# ---- design 1 ----
Figure 1. Met1 routing (design 1).
Supply wires on this layer in grey.
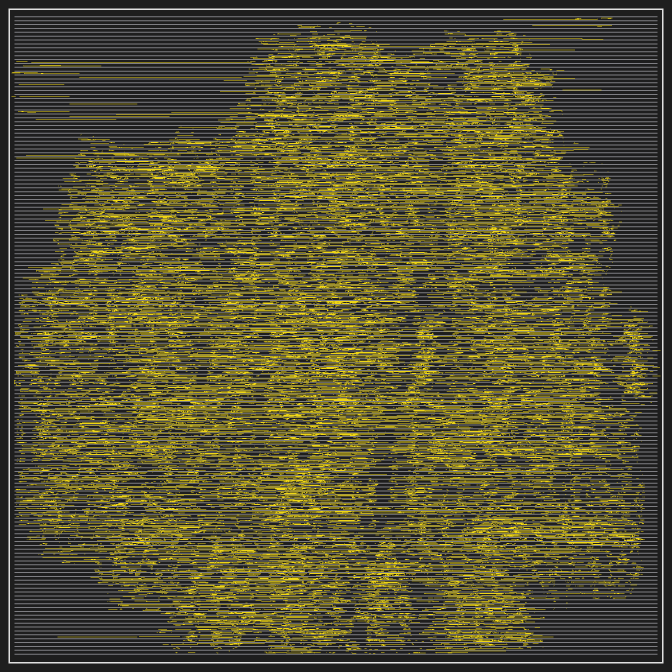

--- config.mk ---
export PLATFORM = sky130hd
export DESIGN_NAME = rhd_frame_packer_flat
export DESIGN_NICKNAME = d
export VERILOG_FILES = /design/src/rtl/rhd_frame_pkg.sv /design/src/rtl/rhd_frame_packer_if.sv /design/src/rtl/frame_crc16.sv /design/src/rtl/rhd_frame_packer.sv /design/src/flat_wrapper.sv
export SDC_FILE = /design/constraint.sdc
export NUM_CORES = 2
export LEC_CHECK = 0
export ABC_AREA = 1
export CAP_MARGIN = 5
export CORE_MARGIN = 3
export CORE_UTILIZATION = 45
export CTS_BUF_LIST = sky130_fd_sc_hd__clkbuf_8
export CTS_CLUSTER_SIZE = 12
export DETAILED_ROUTE_END_ITERATION = 8
export SETUP_SLACK_MARGIN = 0.15
export SLEW_MARGIN = 25
export SYNTH_ARGS = -nofsm -noshare
export SYNTH_HDL_FRONTEND = slang
export SYNTH_SLANG_ARGS = --single-unit
--- constraint.sdc ---
create_clock -name clk -period 4.4 [get_ports clk]
set_input_delay 0.88 -clock clk [delete_from_list [all_inputs] [get_ports clk]]
set_output_delay 0.88 -clock clk [all_outputs]
set_load 0.01 [all_outputs]
--- src/rtl/rhd_frame_pkg.sv ---
// ============================================================================
// Module : rhd_frame_pkg
// Brief  : Shared constants, read-FSM encoding and word-wide CRC-16/CCITT step
//          for the RHD frame packer.
// Rev    : 1.0  initial release
// ============================================================================
`default_nettype none

package rhd_frame_pkg;

   localparam logic [15:0] SYNC_WORD = 16'hA55A;
   localparam logic [15:0] CRC_POLY  = 16'h1021;
   localparam logic [15:0] CRC_INIT  = 16'hFFFF;

   localparam int ST_W = 3;
   typedef logic [ST_W-1:0] state_t;

   localparam state_t ST_IDLE    = 3'd0;
   localparam state_t ST_SYNC    = 3'd1;
   localparam state_t ST_ID      = 3'd2;
   localparam state_t ST_PAYLOAD = 3'd3;
   localparam state_t ST_CRC     = 3'd4;

   // Sixteen MSB-first bit steps folded into one combinational word update.
   function automatic logic [15:0] crc16_next(input logic [15:0] crc, input logic [15:0] data);
      logic [15:0] c;
      c = crc;
      for (int i = 15; i >= 0; i--) begin
         if (c[15] ^ data[i]) begin
            c = {c[14:0], 1'b0} ^ CRC_POLY;
         end else begin
            c = {c[14:0], 1'b0};
         end
      end
      return c;
   endfunction

endpackage

`default_nettype wire

--- src/rtl/rhd_frame_packer_if.sv ---
// ============================================================================
// Module : rhd_frame_packer_if
// Brief  : Framed 16-bit valid/ready word stream toward the SPI master.
// Rev    : 1.0  initial release
// ============================================================================
`default_nettype none

interface rhd_frame_packer_if;
   logic [15:0] out_data;
   logic        out_valid;
   logic        out_ready;
   logic        out_sof;
   logic        out_eof;

   modport master (
      output out_data,
      output out_valid,
      output out_sof,
      output out_eof,
      input  out_ready
   );

   modport slave (
      input  out_data,
      input  out_valid,
      input  out_sof,
      input  out_eof,
      output out_ready
   );
endinterface

`default_nettype wire

--- src/rtl/frame_crc16.sv ---
// ============================================================================
// Module : frame_crc16
// Brief  : CRC-16/CCITT accumulator, one 16-bit word per enabled cycle.
// Rev    : 1.0  initial release
// ============================================================================
`default_nettype none

module frame_crc16
   import rhd_frame_pkg::*;
(
   input  logic        clk,
   input  logic        rst_n,
   input  logic        clear,
   input  logic        enable,
   input  logic [15:0] data,
   output logic [15:0] crc
);

   logic [15:0] r_crc;

   always_ff @(posedge clk or negedge rst_n) begin
      if (!rst_n) begin
         r_crc <= CRC_INIT;
      end else if (clear) begin
         r_crc <= CRC_INIT;
      end else if (enable) begin
         r_crc <= crc16_next(r_crc, data);
      end
   end

   assign crc = r_crc;

endmodule

`default_nettype wire

--- src/rtl/rhd_frame_packer.sv ---
// ============================================================================
// Module : rhd_frame_packer
// Brief  : Ping-pong frame buffer turning the RHD word stream into framed
//          SYNC/ID/payload[/CRC] beats; whole frames dropped on overflow.
//          Optional CRC beat enabled by defining FRAME_CRC_EN.
// Rev    : 1.0  initial release
// ============================================================================
`default_nettype none

module rhd_frame_packer
   import rhd_frame_pkg::*;
#(
   parameter int WORDS_PER_FRAME = 64,
   parameter int ID_W            = 16,
   parameter int OVF_W           = 16
) (
   input  logic               clk,
   input  logic               rst_n,
   input  logic [15:0]        in_data,
   input  logic               in_valid,
   input  logic               resync,
   rhd_frame_packer_if.master out_if,
   output logic               overflow,
   output logic [OVF_W-1:0]   ovf_count
);

   localparam int                 c_idx_w    = $clog2(WORDS_PER_FRAME);
   localparam logic [c_idx_w-1:0] c_last_idx = '1;

   logic [15:0]        r_mem [2*WORDS_PER_FRAME];
   logic [15:0]        r_rd_data;

   logic [c_idx_w-1:0] r_widx;
   logic               r_wb;
   logic               r_drop;
   logic [1:0]         r_full;
   logic               r_overflow;
   logic [OVF_W-1:0]   r_ovf_count;

   state_t             r_state;
   state_t             w_state_nxt;
   logic [c_idx_w-1:0] r_ridx;
   logic               r_rb;
   logic [ID_W-1:0]    r_frame_id;

   logic [c_idx_w-1:0] w_idx_eff;
   logic               w_drop_eff;
   logic               w_bank_busy;
   logic               w_dropping;
   logic               w_wr_en;
   logic               w_frame_done;
   logic               w_new_drop;
   logic               w_accept;
   logic               w_last_pay;
   logic               w_rd_done;
   logic               w_rd_en;
   logic [c_idx_w-1:0] w_raddr;
   logic [1:0]         w_full_set;
   logic [1:0]         w_full_clr;

   // ---------------- write side ----------------
   // resync in the same cycle as in_valid makes this word index 0 of a fresh frame.
   assign w_idx_eff    = resync ? '0 : r_widx;
   assign w_drop_eff   = resync ? 1'b0 : r_drop;
   assign w_bank_busy  = r_full[r_wb] && !(w_rd_done && (r_rb == r_wb));
   assign w_dropping   = (w_idx_eff == '0) ? w_bank_busy : w_drop_eff;
   assign w_wr_en      = in_valid && !w_dropping;
   assign w_frame_done = w_wr_en && (w_idx_eff == c_last_idx);
   assign w_new_drop   = in_valid && (w_idx_eff == '0) && w_bank_busy;

   always_ff @(posedge clk or negedge rst_n) begin
      if (!rst_n) begin
         r_widx      <= '0;
         r_wb        <= 1'b0;
         r_drop      <= 1'b0;
         r_overflow  <= 1'b0;
         r_ovf_count <= '0;
      end else begin
         if (in_valid) begin
            if (w_idx_eff == c_last_idx) begin
               r_widx <= '0;
               r_drop <= 1'b0;
               if (!w_dropping) begin
                  r_wb <= ~r_wb;
               end
            end else begin
               r_widx <= w_idx_eff + 1'b1;
               r_drop <= w_dropping;
            end
            if (w_new_drop) begin
               r_overflow <= 1'b1;
               if (r_ovf_count != {OVF_W{1'b1}}) begin
                  r_ovf_count <= r_ovf_count + 1'b1;
               end
            end
         end else if (resync) begin
            r_widx <= '0;
            r_drop <= 1'b0;
         end
      end
   end

   // Writer set wins; the two can never target the same bank in one cycle anyway.
   assign w_full_set = w_frame_done ? (r_wb ? 2'b10 : 2'b01) : 2'b00;
   assign w_full_clr = w_rd_done    ? (r_rb ? 2'b10 : 2'b01) : 2'b00;

   always_ff @(posedge clk or negedge rst_n) begin
      if (!rst_n) begin
         r_full <= 2'b00;
      end else begin
         r_full <= (r_full & ~w_full_clr) | w_full_set;
      end
   end

   // ---------------- buffer RAM ----------------
   // Read data only moves on an accepted beat, so payload stays stable under stall.
   assign w_rd_en = w_accept && ((r_state == ST_ID) || ((r_state == ST_PAYLOAD) && !w_last_pay));
   assign w_raddr = (r_state == ST_ID) ? '0 : (r_ridx + 1'b1);

   always_ff @(posedge clk) begin
      if (w_wr_en) begin
         r_mem[{r_wb, w_idx_eff}] <= in_data;
      end
      if (w_rd_en) begin
         r_rd_data <= r_mem[{r_rb, w_raddr}];
      end
   end

   // ---------------- read side ----------------
   assign w_accept   = (r_state != ST_IDLE) && out_if.out_ready;
   assign w_last_pay = (r_state == ST_PAYLOAD) && (r_ridx == c_last_idx);
   assign w_rd_done  = w_accept && w_last_pay;

   always_ff @(posedge clk or negedge rst_n) begin
      if (!rst_n) begin
         r_state    <= ST_IDLE;
         r_ridx     <= '0;
         r_rb       <= 1'b0;
         r_frame_id <= '0;
      end else begin
         r_state <= w_state_nxt;
         if (w_accept && (r_state == ST_ID)) begin
            r_ridx <= '0;
         end else if (w_accept && (r_state == ST_PAYLOAD) && !w_last_pay) begin
            r_ridx <= r_ridx + 1'b1;
         end
         if (w_rd_done) begin
            r_rb       <= ~r_rb;
            r_frame_id <= r_frame_id + 1'b1;
         end
      end
   end

   always_comb begin
      w_state_nxt = r_state;
      case (r_state)
         ST_IDLE:    if (r_full[r_rb]) w_state_nxt = ST_SYNC;
         ST_SYNC:    if (w_accept)     w_state_nxt = ST_ID;
         ST_ID:      if (w_accept)     w_state_nxt = ST_PAYLOAD;
         ST_PAYLOAD: begin
            if (w_rd_done) begin
`ifdef FRAME_CRC_EN
               w_state_nxt = ST_CRC;
`else
               w_state_nxt = ST_IDLE;
`endif
            end
         end
         ST_CRC:     if (w_accept)     w_state_nxt = ST_IDLE;
         default:                      w_state_nxt = ST_IDLE;
      endcase
   end

`ifdef FRAME_CRC_EN
   logic [15:0] w_crc;
   logic [15:0] w_crc_data;

   assign w_crc_data = (r_state == ST_ID) ? 16'(r_frame_id) : r_rd_data;

   frame_crc16 u_crc (
      .clk    (clk),
      .rst_n  (rst_n),
      .clear  (w_accept && (r_state == ST_SYNC)),
      .enable (w_accept && ((r_state == ST_ID) || (r_state == ST_PAYLOAD))),
      .data   (w_crc_data),
      .crc    (w_crc)
   );
`endif

   always_comb begin
      out_if.out_data  = '0;
      out_if.out_valid = 1'b0;
      out_if.out_sof   = 1'b0;
      out_if.out_eof   = 1'b0;
      case (r_state)
         ST_SYNC: begin
            out_if.out_valid = 1'b1;
            out_if.out_sof   = 1'b1;
            out_if.out_data  = SYNC_WORD;
         end
         ST_ID: begin
            out_if.out_valid = 1'b1;
            out_if.out_data  = 16'(r_frame_id);
         end
         ST_PAYLOAD: begin
            out_if.out_valid = 1'b1;
            out_if.out_data  = r_rd_data;
`ifndef FRAME_CRC_EN
            out_if.out_eof   = (r_ridx == c_last_idx);
`endif
         end
         ST_CRC: begin
            out_if.out_valid = 1'b1;
            out_if.out_eof   = 1'b1;
`ifdef FRAME_CRC_EN
            out_if.out_data  = w_crc;
`endif
         end
         default: ;
      endcase
   end

   assign overflow  = r_overflow;
   assign ovf_count = r_ovf_count;

endmodule

`default_nettype wire
--- src/flat_wrapper.sv ---
// flat-port wrapper written by rule: the top's interface ports become plain ports
module rhd_frame_packer_flat import rhd_frame_pkg::*;
#(
   parameter int WORDS_PER_FRAME = 64,
   parameter int ID_W            = 16,
   parameter int OVF_W           = 16
)
  (clk, rst_n, in_data, in_valid, resync, overflow, ovf_count, out_if_out_data, out_if_out_valid, out_if_out_sof, out_if_out_eof, out_if_out_ready);
  rhd_frame_packer_if out_if_i ();
  input  logic clk;
  input  logic rst_n;
  input  logic [15:0] in_data;
  input  logic in_valid;
  input  logic resync;
  output logic overflow;
  output logic [OVF_W-1:0] ovf_count;
  output wire logic [$bits(out_if_i.out_data)-1:0] out_if_out_data;
  output wire logic [$bits(out_if_i.out_valid)-1:0] out_if_out_valid;
  output wire logic [$bits(out_if_i.out_sof)-1:0] out_if_out_sof;
  output wire logic [$bits(out_if_i.out_eof)-1:0] out_if_out_eof;
  input wire logic [$bits(out_if_i.out_ready)-1:0] out_if_out_ready;
  assign out_if_out_data = out_if_i.out_data;
  assign out_if_out_valid = out_if_i.out_valid;
  assign out_if_out_sof = out_if_i.out_sof;
  assign out_if_out_eof = out_if_i.out_eof;
  assign out_if_i.out_ready = out_if_out_ready;
  rhd_frame_packer #(.WORDS_PER_FRAME(WORDS_PER_FRAME), .ID_W(ID_W), .OVF_W(OVF_W)) u_core (.clk(clk), .rst_n(rst_n), .in_data(in_data), .in_valid(in_valid), .resync(resync), .out_if(out_if_i), .overflow(overflow), .ovf_count(ovf_count));
endmodule
# ---- design 2 ----
`src/rtl/combine_initiator.sv`:
```
// Start/done combine-unit initiator: queues operand requests, runs one responder transaction at a time,
// returns the captured result on a held valid/ready port. Optional COMBINE_INIT_STATS_EN adds issue/timeout counters.

module combine_initiator_fifo #(
  parameter int WIDTH = 8,
  parameter int DEPTH = 4
) (
  input  logic             clock_i,
  input  logic             reset_ni,
  input  logic             push_i,
  input  logic [WIDTH-1:0] wdat_i,
  input  logic             pop_i,
  output logic [WIDTH-1:0] rdat_o,
  output logic             full_o,
  output logic             empty_o
);
  localparam int AW = $clog2(DEPTH);

  logic [WIDTH-1:0] mem_q [DEPTH];
  logic [AW-1:0]    wr_ptr_q;
  logic [AW-1:0]    rd_ptr_q;
  logic [AW:0]      cnt_q;
  logic             do_push;
  logic             do_pop;

  assign full_o  = (cnt_q == (AW+1)'(DEPTH));
  assign empty_o = (cnt_q == '0);
  assign do_push = push_i & ~full_o;
  assign do_pop  = pop_i & ~empty_o;
  assign rdat_o  = mem_q[rd_ptr_q];

  always_ff @(posedge clock_i) begin
    if (do_push) begin
      mem_q[wr_ptr_q] <= wdat_i;
    end
  end

  // Pointers wrap naturally because DEPTH is a power of two.
  always_ff @(posedge clock_i) begin
    if (!reset_ni) begin
      wr_ptr_q <= '0;
      rd_ptr_q <= '0;
      cnt_q    <= '0;
    end else begin
      if (do_push) wr_ptr_q <= wr_ptr_q + 1'b1;
      if (do_pop)  rd_ptr_q <= rd_ptr_q + 1'b1;
      case ({do_push, do_pop})
        2'b10:   cnt_q <= cnt_q + 1'b1;
        2'b01:   cnt_q <= cnt_q - 1'b1;
        default: cnt_q <= cnt_q;
      endcase
    end
  end
endmodule

module combine_initiator #(
  parameter int WIDTH   = 8,
  parameter int DEPTH   = 4,
  parameter int TIMEOUT = 15
) (
  input  logic             clock_i,
  input  logic             reset_ni,
  input  logic             req_valid_i,
  output logic             req_ready_o,
  input  logic             req_mode_i,
  input  logic [WIDTH-1:0] req_a_i,
  input  logic [WIDTH-1:0] req_b_i,
  input  logic [WIDTH-1:0] req_c_i,
  input  logic [WIDTH-1:0] req_d_i,
  output logic             start_o,
  output logic             mode_o,
  output logic [WIDTH-1:0] a_o,
  output logic [WIDTH-1:0] b_o,
  output logic [WIDTH-1:0] c_o,
  output logic [WIDTH-1:0] d_o,
  output logic             core_rst_o,
  input  logic [WIDTH-1:0] result_i,
  input  logic             done_i,
  output logic             rsp_valid_o,
  input  logic             rsp_ready_i,
  output logic [WIDTH-1:0] rsp_data_o,
  output logic             rsp_error_o,
  output logic             busy_o
`ifdef COMBINE_INIT_STATS_EN
  ,
  output logic [15:0]      issued_cnt_o,
  output logic [15:0]      timeout_cnt_o
`endif
);
  localparam int TW = $clog2(TIMEOUT + 1);

  typedef struct packed {
    logic             mode;
    logic [WIDTH-1:0] a;
    logic [WIDTH-1:0] b;
    logic [WIDTH-1:0] c;
    logic [WIDTH-1:0] d;
  } req_t;

  typedef enum logic [2:0] {
    S_IDLE,
    S_ISSUE,
    S_WAIT,
    S_CAPTURE,
    S_RECOVER
  } state_t;

  state_t           state_q;
  logic [TW-1:0]    timer_q;
  logic             start_q;
  logic             mode_q;
  logic [WIDTH-1:0] a_q, b_q, c_q, d_q;
  logic             core_rst_q;
  logic             timed_out_q;
  logic             rsp_valid_q;
  logic [WIDTH-1:0] rsp_data_q;
  logic             rsp_error_q;

  req_t             push_d;
  req_t             head;
  logic             fifo_full;
  logic             fifo_empty;
  logic             fifo_push;
  logic             fifo_pop;
  logic             wait_timeout;

  assign push_d    = '{mode: req_mode_i, a: req_a_i, b: req_b_i, c: req_c_i, d: req_d_i};
  assign req_ready_o = reset_ni & ~fifo_full;
  assign fifo_push = req_valid_i & req_ready_o;
  // A held response must be accepted (or be accepted this edge) before the next issue.
  assign fifo_pop  = (state_q == S_IDLE) & ~fifo_empty & (~rsp_valid_q | rsp_ready_i);
  assign wait_timeout = (state_q == S_WAIT) & ~done_i & (timer_q == TW'(TIMEOUT - 1));

  combine_initiator_fifo #(
    .WIDTH ($bits(req_t)),
    .DEPTH (DEPTH)
  ) u_fifo (
    .clock_i  (clock_i),
    .reset_ni (reset_ni),
    .push_i   (fifo_push),
    .wdat_i   (push_d),
    .pop_i    (fifo_pop),
    .rdat_o   (head),
    .full_o   (fifo_full),
    .empty_o  (fifo_empty)
  );

  always_ff @(posedge clock_i) begin
    if (!reset_ni) begin
      state_q     <= S_IDLE;
      timer_q     <= '0;
      start_q     <= 1'b0;
      mode_q      <= 1'b0;
      a_q         <= '0;
      b_q         <= '0;
      c_q         <= '0;
      d_q         <= '0;
      core_rst_q  <= 1'b0;
      timed_out_q <= 1'b0;
      rsp_valid_q <= 1'b0;
      rsp_data_q  <= '0;
      rsp_error_q <= 1'b0;
    end else begin
      if (rsp_valid_q && rsp_ready_i) begin
        rsp_valid_q <= 1'b0;
      end
      case (state_q)
        S_IDLE: begin
          if (fifo_pop) begin
            mode_q  <= head.mode;
            a_q     <= head.a;
            b_q     <= head.b;
            c_q     <= head.c;
            d_q     <= head.d;
            state_q <= S_ISSUE;
          end
        end
        S_ISSUE: begin
          start_q <= 1'b1;
          timer_q <= '0;
          state_q <= S_WAIT;
        end
        S_WAIT: begin
          if (timer_q != TW'(TIMEOUT)) begin
            timer_q <= timer_q + 1'b1;
          end
          // done has priority over a timeout landing on the same cycle.
          if (done_i) begin
            start_q     <= 1'b0;
            timed_out_q <= 1'b0;
            state_q     <= S_CAPTURE;
          end else if (wait_timeout) begin
            start_q     <= 1'b0;
            timed_out_q <= 1'b1;
            state_q     <= S_CAPTURE;
          end
        end
        S_CAPTURE: begin
          rsp_data_q  <= result_i;
          rsp_error_q <= timed_out_q;
          rsp_valid_q <= 1'b1;
          core_rst_q  <= 1'b1;
          state_q     <= S_RECOVER;
        end
        S_RECOVER: begin
          core_rst_q <= 1'b0;
          state_q    <= S_IDLE;
        end
        default: begin
          state_q <= S_IDLE;
        end
      endcase
    end
  end

`ifdef COMBINE_INIT_STATS_EN
  logic [15:0] issued_cnt_q;
  logic [15:0] timeout_cnt_q;

  always_ff @(posedge clock_i) begin
    if (!reset_ni) begin
      issued_cnt_q  <= '0;
      timeout_cnt_q <= '0;
    end else begin
      if ((state_q == S_ISSUE) && (issued_cnt_q != 16'hFFFF)) begin
        issued_cnt_q <= issued_cnt_q + 16'd1;
      end
      if (wait_timeout && (timeout_cnt_q != 16'hFFFF)) begin
        timeout_cnt_q <= timeout_cnt_q + 16'd1;
      end
    end
  end

  assign issued_cnt_o  = issued_cnt_q;
  assign timeout_cnt_o = timeout_cnt_q;
`endif

  assign start_o     = start_q;
  assign mode_o      = mode_q;
  assign a_o         = a_q;
  assign b_o         = b_q;
  assign c_o         = c_q;
  assign d_o         = d_q;
  assign core_rst_o  = core_rst_q | ~reset_ni;
  assign rsp_valid_o = rsp_valid_q;
  assign rsp_data_o  = rsp_data_q;
  assign rsp_error_o = rsp_error_q;
  assign busy_o      = (state_q != S_IDLE) | ~fifo_empty;
endmodule

```
`config.mk`:
```
export PLATFORM = sky130hd
export DESIGN_NAME = combine_initiator
export DESIGN_NICKNAME = d
export VERILOG_FILES = /design/src/rtl/combine_initiator.sv
export SDC_FILE = /design/constraint.sdc
export NUM_CORES = 1
export LEC_CHECK = 0
export CAP_MARGIN = 20
export CORE_ASPECT_RATIO = 0.7
export CORE_MARGIN = 10
export CORE_UTILIZATION = 50
export CTS_CLUSTER_DIAMETER = 50
export DETAILED_ROUTE_END_ITERATION = 8
export GPL_ROUTABILITY_DRIVEN = 1
export PLACE_DENSITY_LB_ADDON = 0.12
export SYNTH_ARGS = -nofsm -noshare
export SYNTH_HDL_FRONTEND = slang
export SYNTH_SLANG_ARGS = --single-unit
export TNS_END_PERCENT = 20
```
`constraint.sdc`:
```
create_clock -name clock_i -period 6.22 [get_ports clock_i]
set_input_delay 1.555 -clock clock_i [delete_from_list [all_inputs] [get_ports clock_i]]
set_output_delay 1.555 -clock clock_i [all_outputs]
set_load 0.02 [all_outputs]
```
Figure 2. Placement view (design 1).
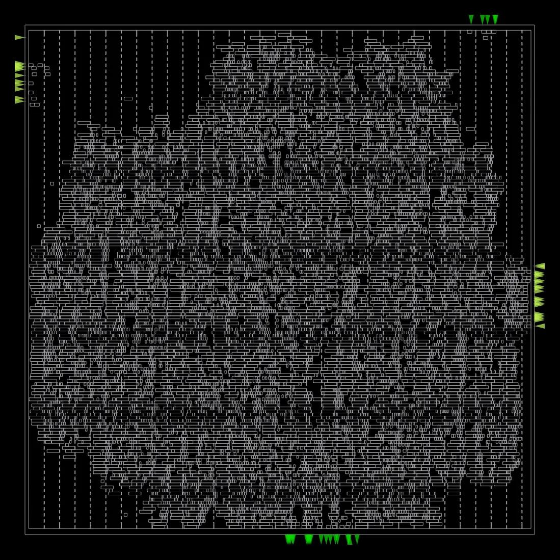
share of the final layout cell area in sequential cells: 61.7%
well tap count: 2656
standard cell core area: 201000 um^2
filler cell count: 17900
Flop Count: 2116

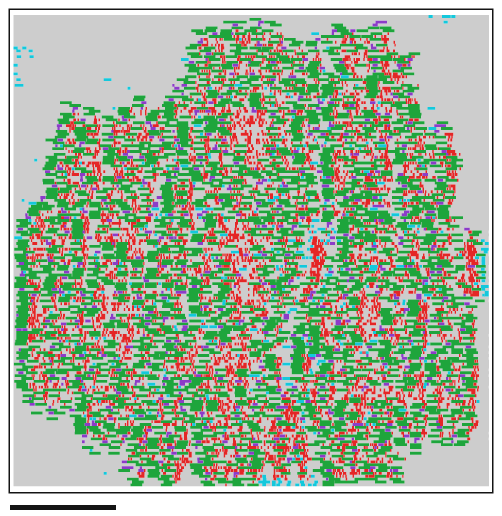
Figure 3: design 1, placement by cell class.
The bar under the picture is 100 um long. Fill, decap, tap and diode cells in grey.
[cyan] remaining buffers and delay cells | cells: 371
[red] combinational and other logic | cells: 6141
[purple] clock drivers and dummy loads | cells: 631
[green] sequential cells | cells: 2116
row cnt: 164
Final Util: 51.1%

## Picture notes: Figure 1
wire length on this layer: 109 mm
share of all routed wire: 40%

==> metrics.cfg, design 1 <==
[timing]
report.final.hold_viol_count = 0
finalCritPeriodShare_pct = 89.4
setup_total_negative_slack_ns = 0
fmaxAchievable_mhz = 254

[global_route]
first_global_vias = 60500
grt.overflow.total = 0
global_route_met1_utilization_pct = 34.9
globalRoute.busiestLayer = met2
antenna_found_initial = 12

[place]
gp_congestion = 0.993
dpl_worst_slack_ns = 0.494
place.port_buffers = 56

[pwr]
power.total_mw = 63.8
cellPowerDensity_nw_per_um2 = 622
total_leakage_power_nw = 42.8
total_switching_power_mw = 26.7
p_int_mw = 37.1

[die]
io_pins = 57
die_h_um = 456
floorplan.initialDensity_pct = 45.5
floorplan.die_area_um2 = 208000

[yosys]
simple_gate_area_share_of_the_yosys_netlist_pct = 20.8
synthDistinctLibCells = 33
post_synth_main_area_contributors = sky130_fd_sc_hd__edfxtp_1 68%, sky130_fd_sc_hd__nand2_1 11%, sky130_fd_sc_hd__nand3_1 8.7%
syn-cell-area_um2 = 91200
yosysMostFrequentCell = sky130_fd_sc_hd__nand2_1
yosys_cells = 8720
postSynthNetCount = 8752
asyncSetResetFlopFracSynth_pct = 2.46

[final_layout]
growth_of_design_area_from_synthesis_to_finish_pct = 12.4
final_layout_top_logic_cells = 2698 x sky130_fd_sc_hd__nand2_1, 2064 x sky130_fd_sc_hd__edfxtp_1, 1588 x sky130_fd_sc_hd__nand3_1
lay_top_count = sky130_fd_sc_hd__nand2_1

[routing]
detail_route.wl_per_cell_um = 23.1
met3RoutedLength_um = 24500
first_iter_violations = 8279

[worst_hold_path]
hold_path_depth = 1
hold_path_end = u_core.r_mem[55][5]

[setup_path]
cpMostUsedCell = sky130_fd_sc_hd__nand2_1
worst-path-buf-inv = 4
setup.worst_path.end = out_if_out_data[4]
path_max_fanout = 9
critical_path.top_delay_family = buffers and inverters
timing.critical_path.slowest_cell_delay_ns = 0.53
worst_r2r_path_depth = 16

[outcome]
status = completed

[clock_network]
cts-hold-fix-buffers = 1
tritoncts = built

[design 1: kinds of logic (layout without fill, tap and decap cells)]
kind of cell	count (synthesis)	in the layout
other cells	0	6
buf+inv	1857	2396
fa+ha+maj	11	11
compound gates	209	209
xor+xnor	30	30
flops	2116	2116
simple gates	4497	4497
[design 1: cell type report]
class | instances | area [um^2]
Tap cell | 2656 | 3320
Clock inverter | 255 | 1210
Antenna cell | 6 | 15.0
Inverter | 1394 | 5250
Fill cell | 17900 | 98100
Timing Repair Buffer | 371 | 3630
Sequential cell | 2116 | 63300
Multi-Input combinational cell | 4747 | 20700
Clock buffer | 376 | 5170
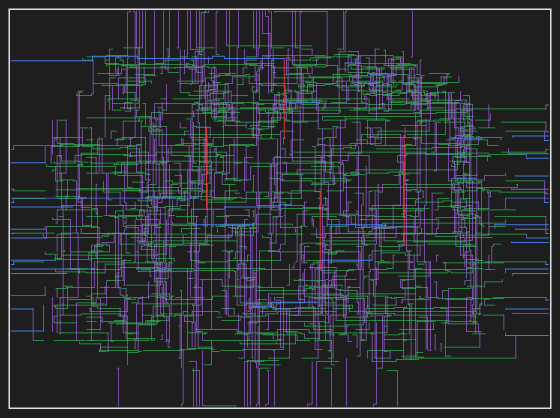
Figure 4: design 2, routed metal, one colour a layer.
[purple] metal 2 | wire length: 7270 um
[blue] metal 3 | wire length: 760 um
[red] metal 4 | wire length: 126 um
[green] metal 1 | wire length: 7030 um
average routed wire per standard cell: 20.0 um
total wire length after detailed routing: 15200 um
detailed-route via count: 4265
combined global-route utilization of all metal layers: 14.9%

==> metrics.cfg, design 2 <==
[pwr]
p_int_mw = 2.63
total_switching_power_mw = 1.14
power_top_consumer = registers
pwr.group.sequential_mw = 1.71
total_leakage_power_nw = 3.28

[clock_network]
post_cts_setup_inserts = 0
clk-insertion-delay-late_ns = 0.42
tritoncts = built
clock-sinks = 192
path_clk_slew_ns = 0.07
cts-root-buf = sky130_fd_sc_hd__clkbuf_16

[global_route]
global_route_met1_utilization_pct = 19.8
first_global_vias = 4357
globalRoute.busiestLayer = met2
gr-usage-met3_pct = 3.86

[yosys]
yosys.area.top_type_share_pct = 53.4
xor_share_synth_pct = 0.354
yosysMostFrequentCell = sky130_fd_sc_hd__edfxtp_1
multiplexer_area_fraction_after_synthesis_pct = 12.0
simple_gate_area_share_of_the_yosys_netlist_pct = 6.16
yosys_cells = 471
postSynthNetCount = 525
post_synth_ao_oa_area_fraction_pct = 7.93
syn-cell-area_um2 = 7430
synth_warnings = 0

[setup_path]
reg2reg_from = u_fifo.cnt_q[0]
worst-path-buf-inv = 4
worst-setup-path-type = primary input to output port
worstPathArrival_ns = 3.40

[final_layout]
lay_top_count = sky130_fd_sc_hd__edfxtp_1
layout.filler_cells = 1110
seqAreaFraction_pct = 57.0
final_area_um2 = 9060
register_area_um2 = 5170
final-clk-cell-share_pct = 6.38
n_multi_input_combinational_cell = 237
layout-drive-gt1-share_pct = 14.3
growth_of_design_area_from_synthesis_to_finish_pct = 21.9
inverters = 9
top_area_cell_class = registers

[die]
floorplan.initialDensity_pct = 50.8
floorplan.rows = 37
core_region_area_um2 = 14600
tapCellCount = 195

[routing]
topRoutingLayerUsed = met4
ant_nets = 0

[outcome]
status = completed

[place]
dpl_worst_slack_ns = 1.24

[timing]
report.final.hold_viol_count = 0
maxSlewViolCount = 0
final.hold.worst_slack_ns = 0.501
tightest_slew_ns = 0.945
fin_worst_skew_ns = 0.0110

-- design 2: path summary, 6_finish.rpt --
| path | endpoint | slack (ns) | cells past startpoint |
|---|---|---|---|
| setup reg to reg | u_fifo.cnt_q[2] | 3.53 | 8 |
| hold reg to reg | rsp_data_o[5] | 0.50 | 2 |
| setup / recovery | req_ready_o | 1.27 | 5 |
| hold / removal | rsp_data_o[5] | 0.50 | 2 |
-- design 2: cells by family after synthesis --
logic type      after synthesis
buf+inv                      42
mux                          48
xor+xnor                      3
compound gates               88
flops                       192
fa+ha+maj                     8
simple gates                 90


==> notes/layouts.md <==
Pictures saved along the way, in no particular order.

Wiring heat map.
picture 1
The die is cut into 33 by 24 equal tiles; black is low, pale yellow is high, scaled to the fullest tile. Values are wire area over tile area, all layers added.
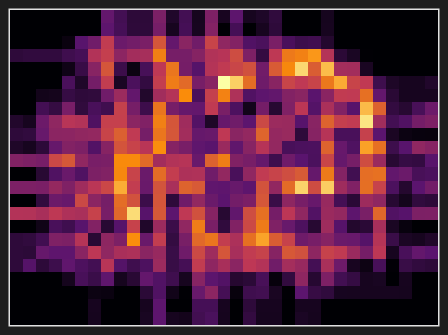
picture 2
The die is cut into 23 by 23 equal tiles; black is low, pale yellow is high, scaled to the fullest tile. Values are wire area over tile area, all layers added.
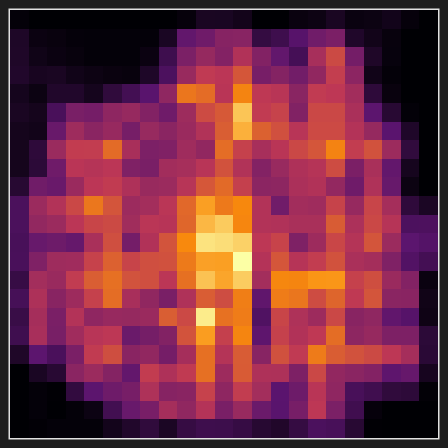
- design 1 = picture 2
- design 2 = picture 1

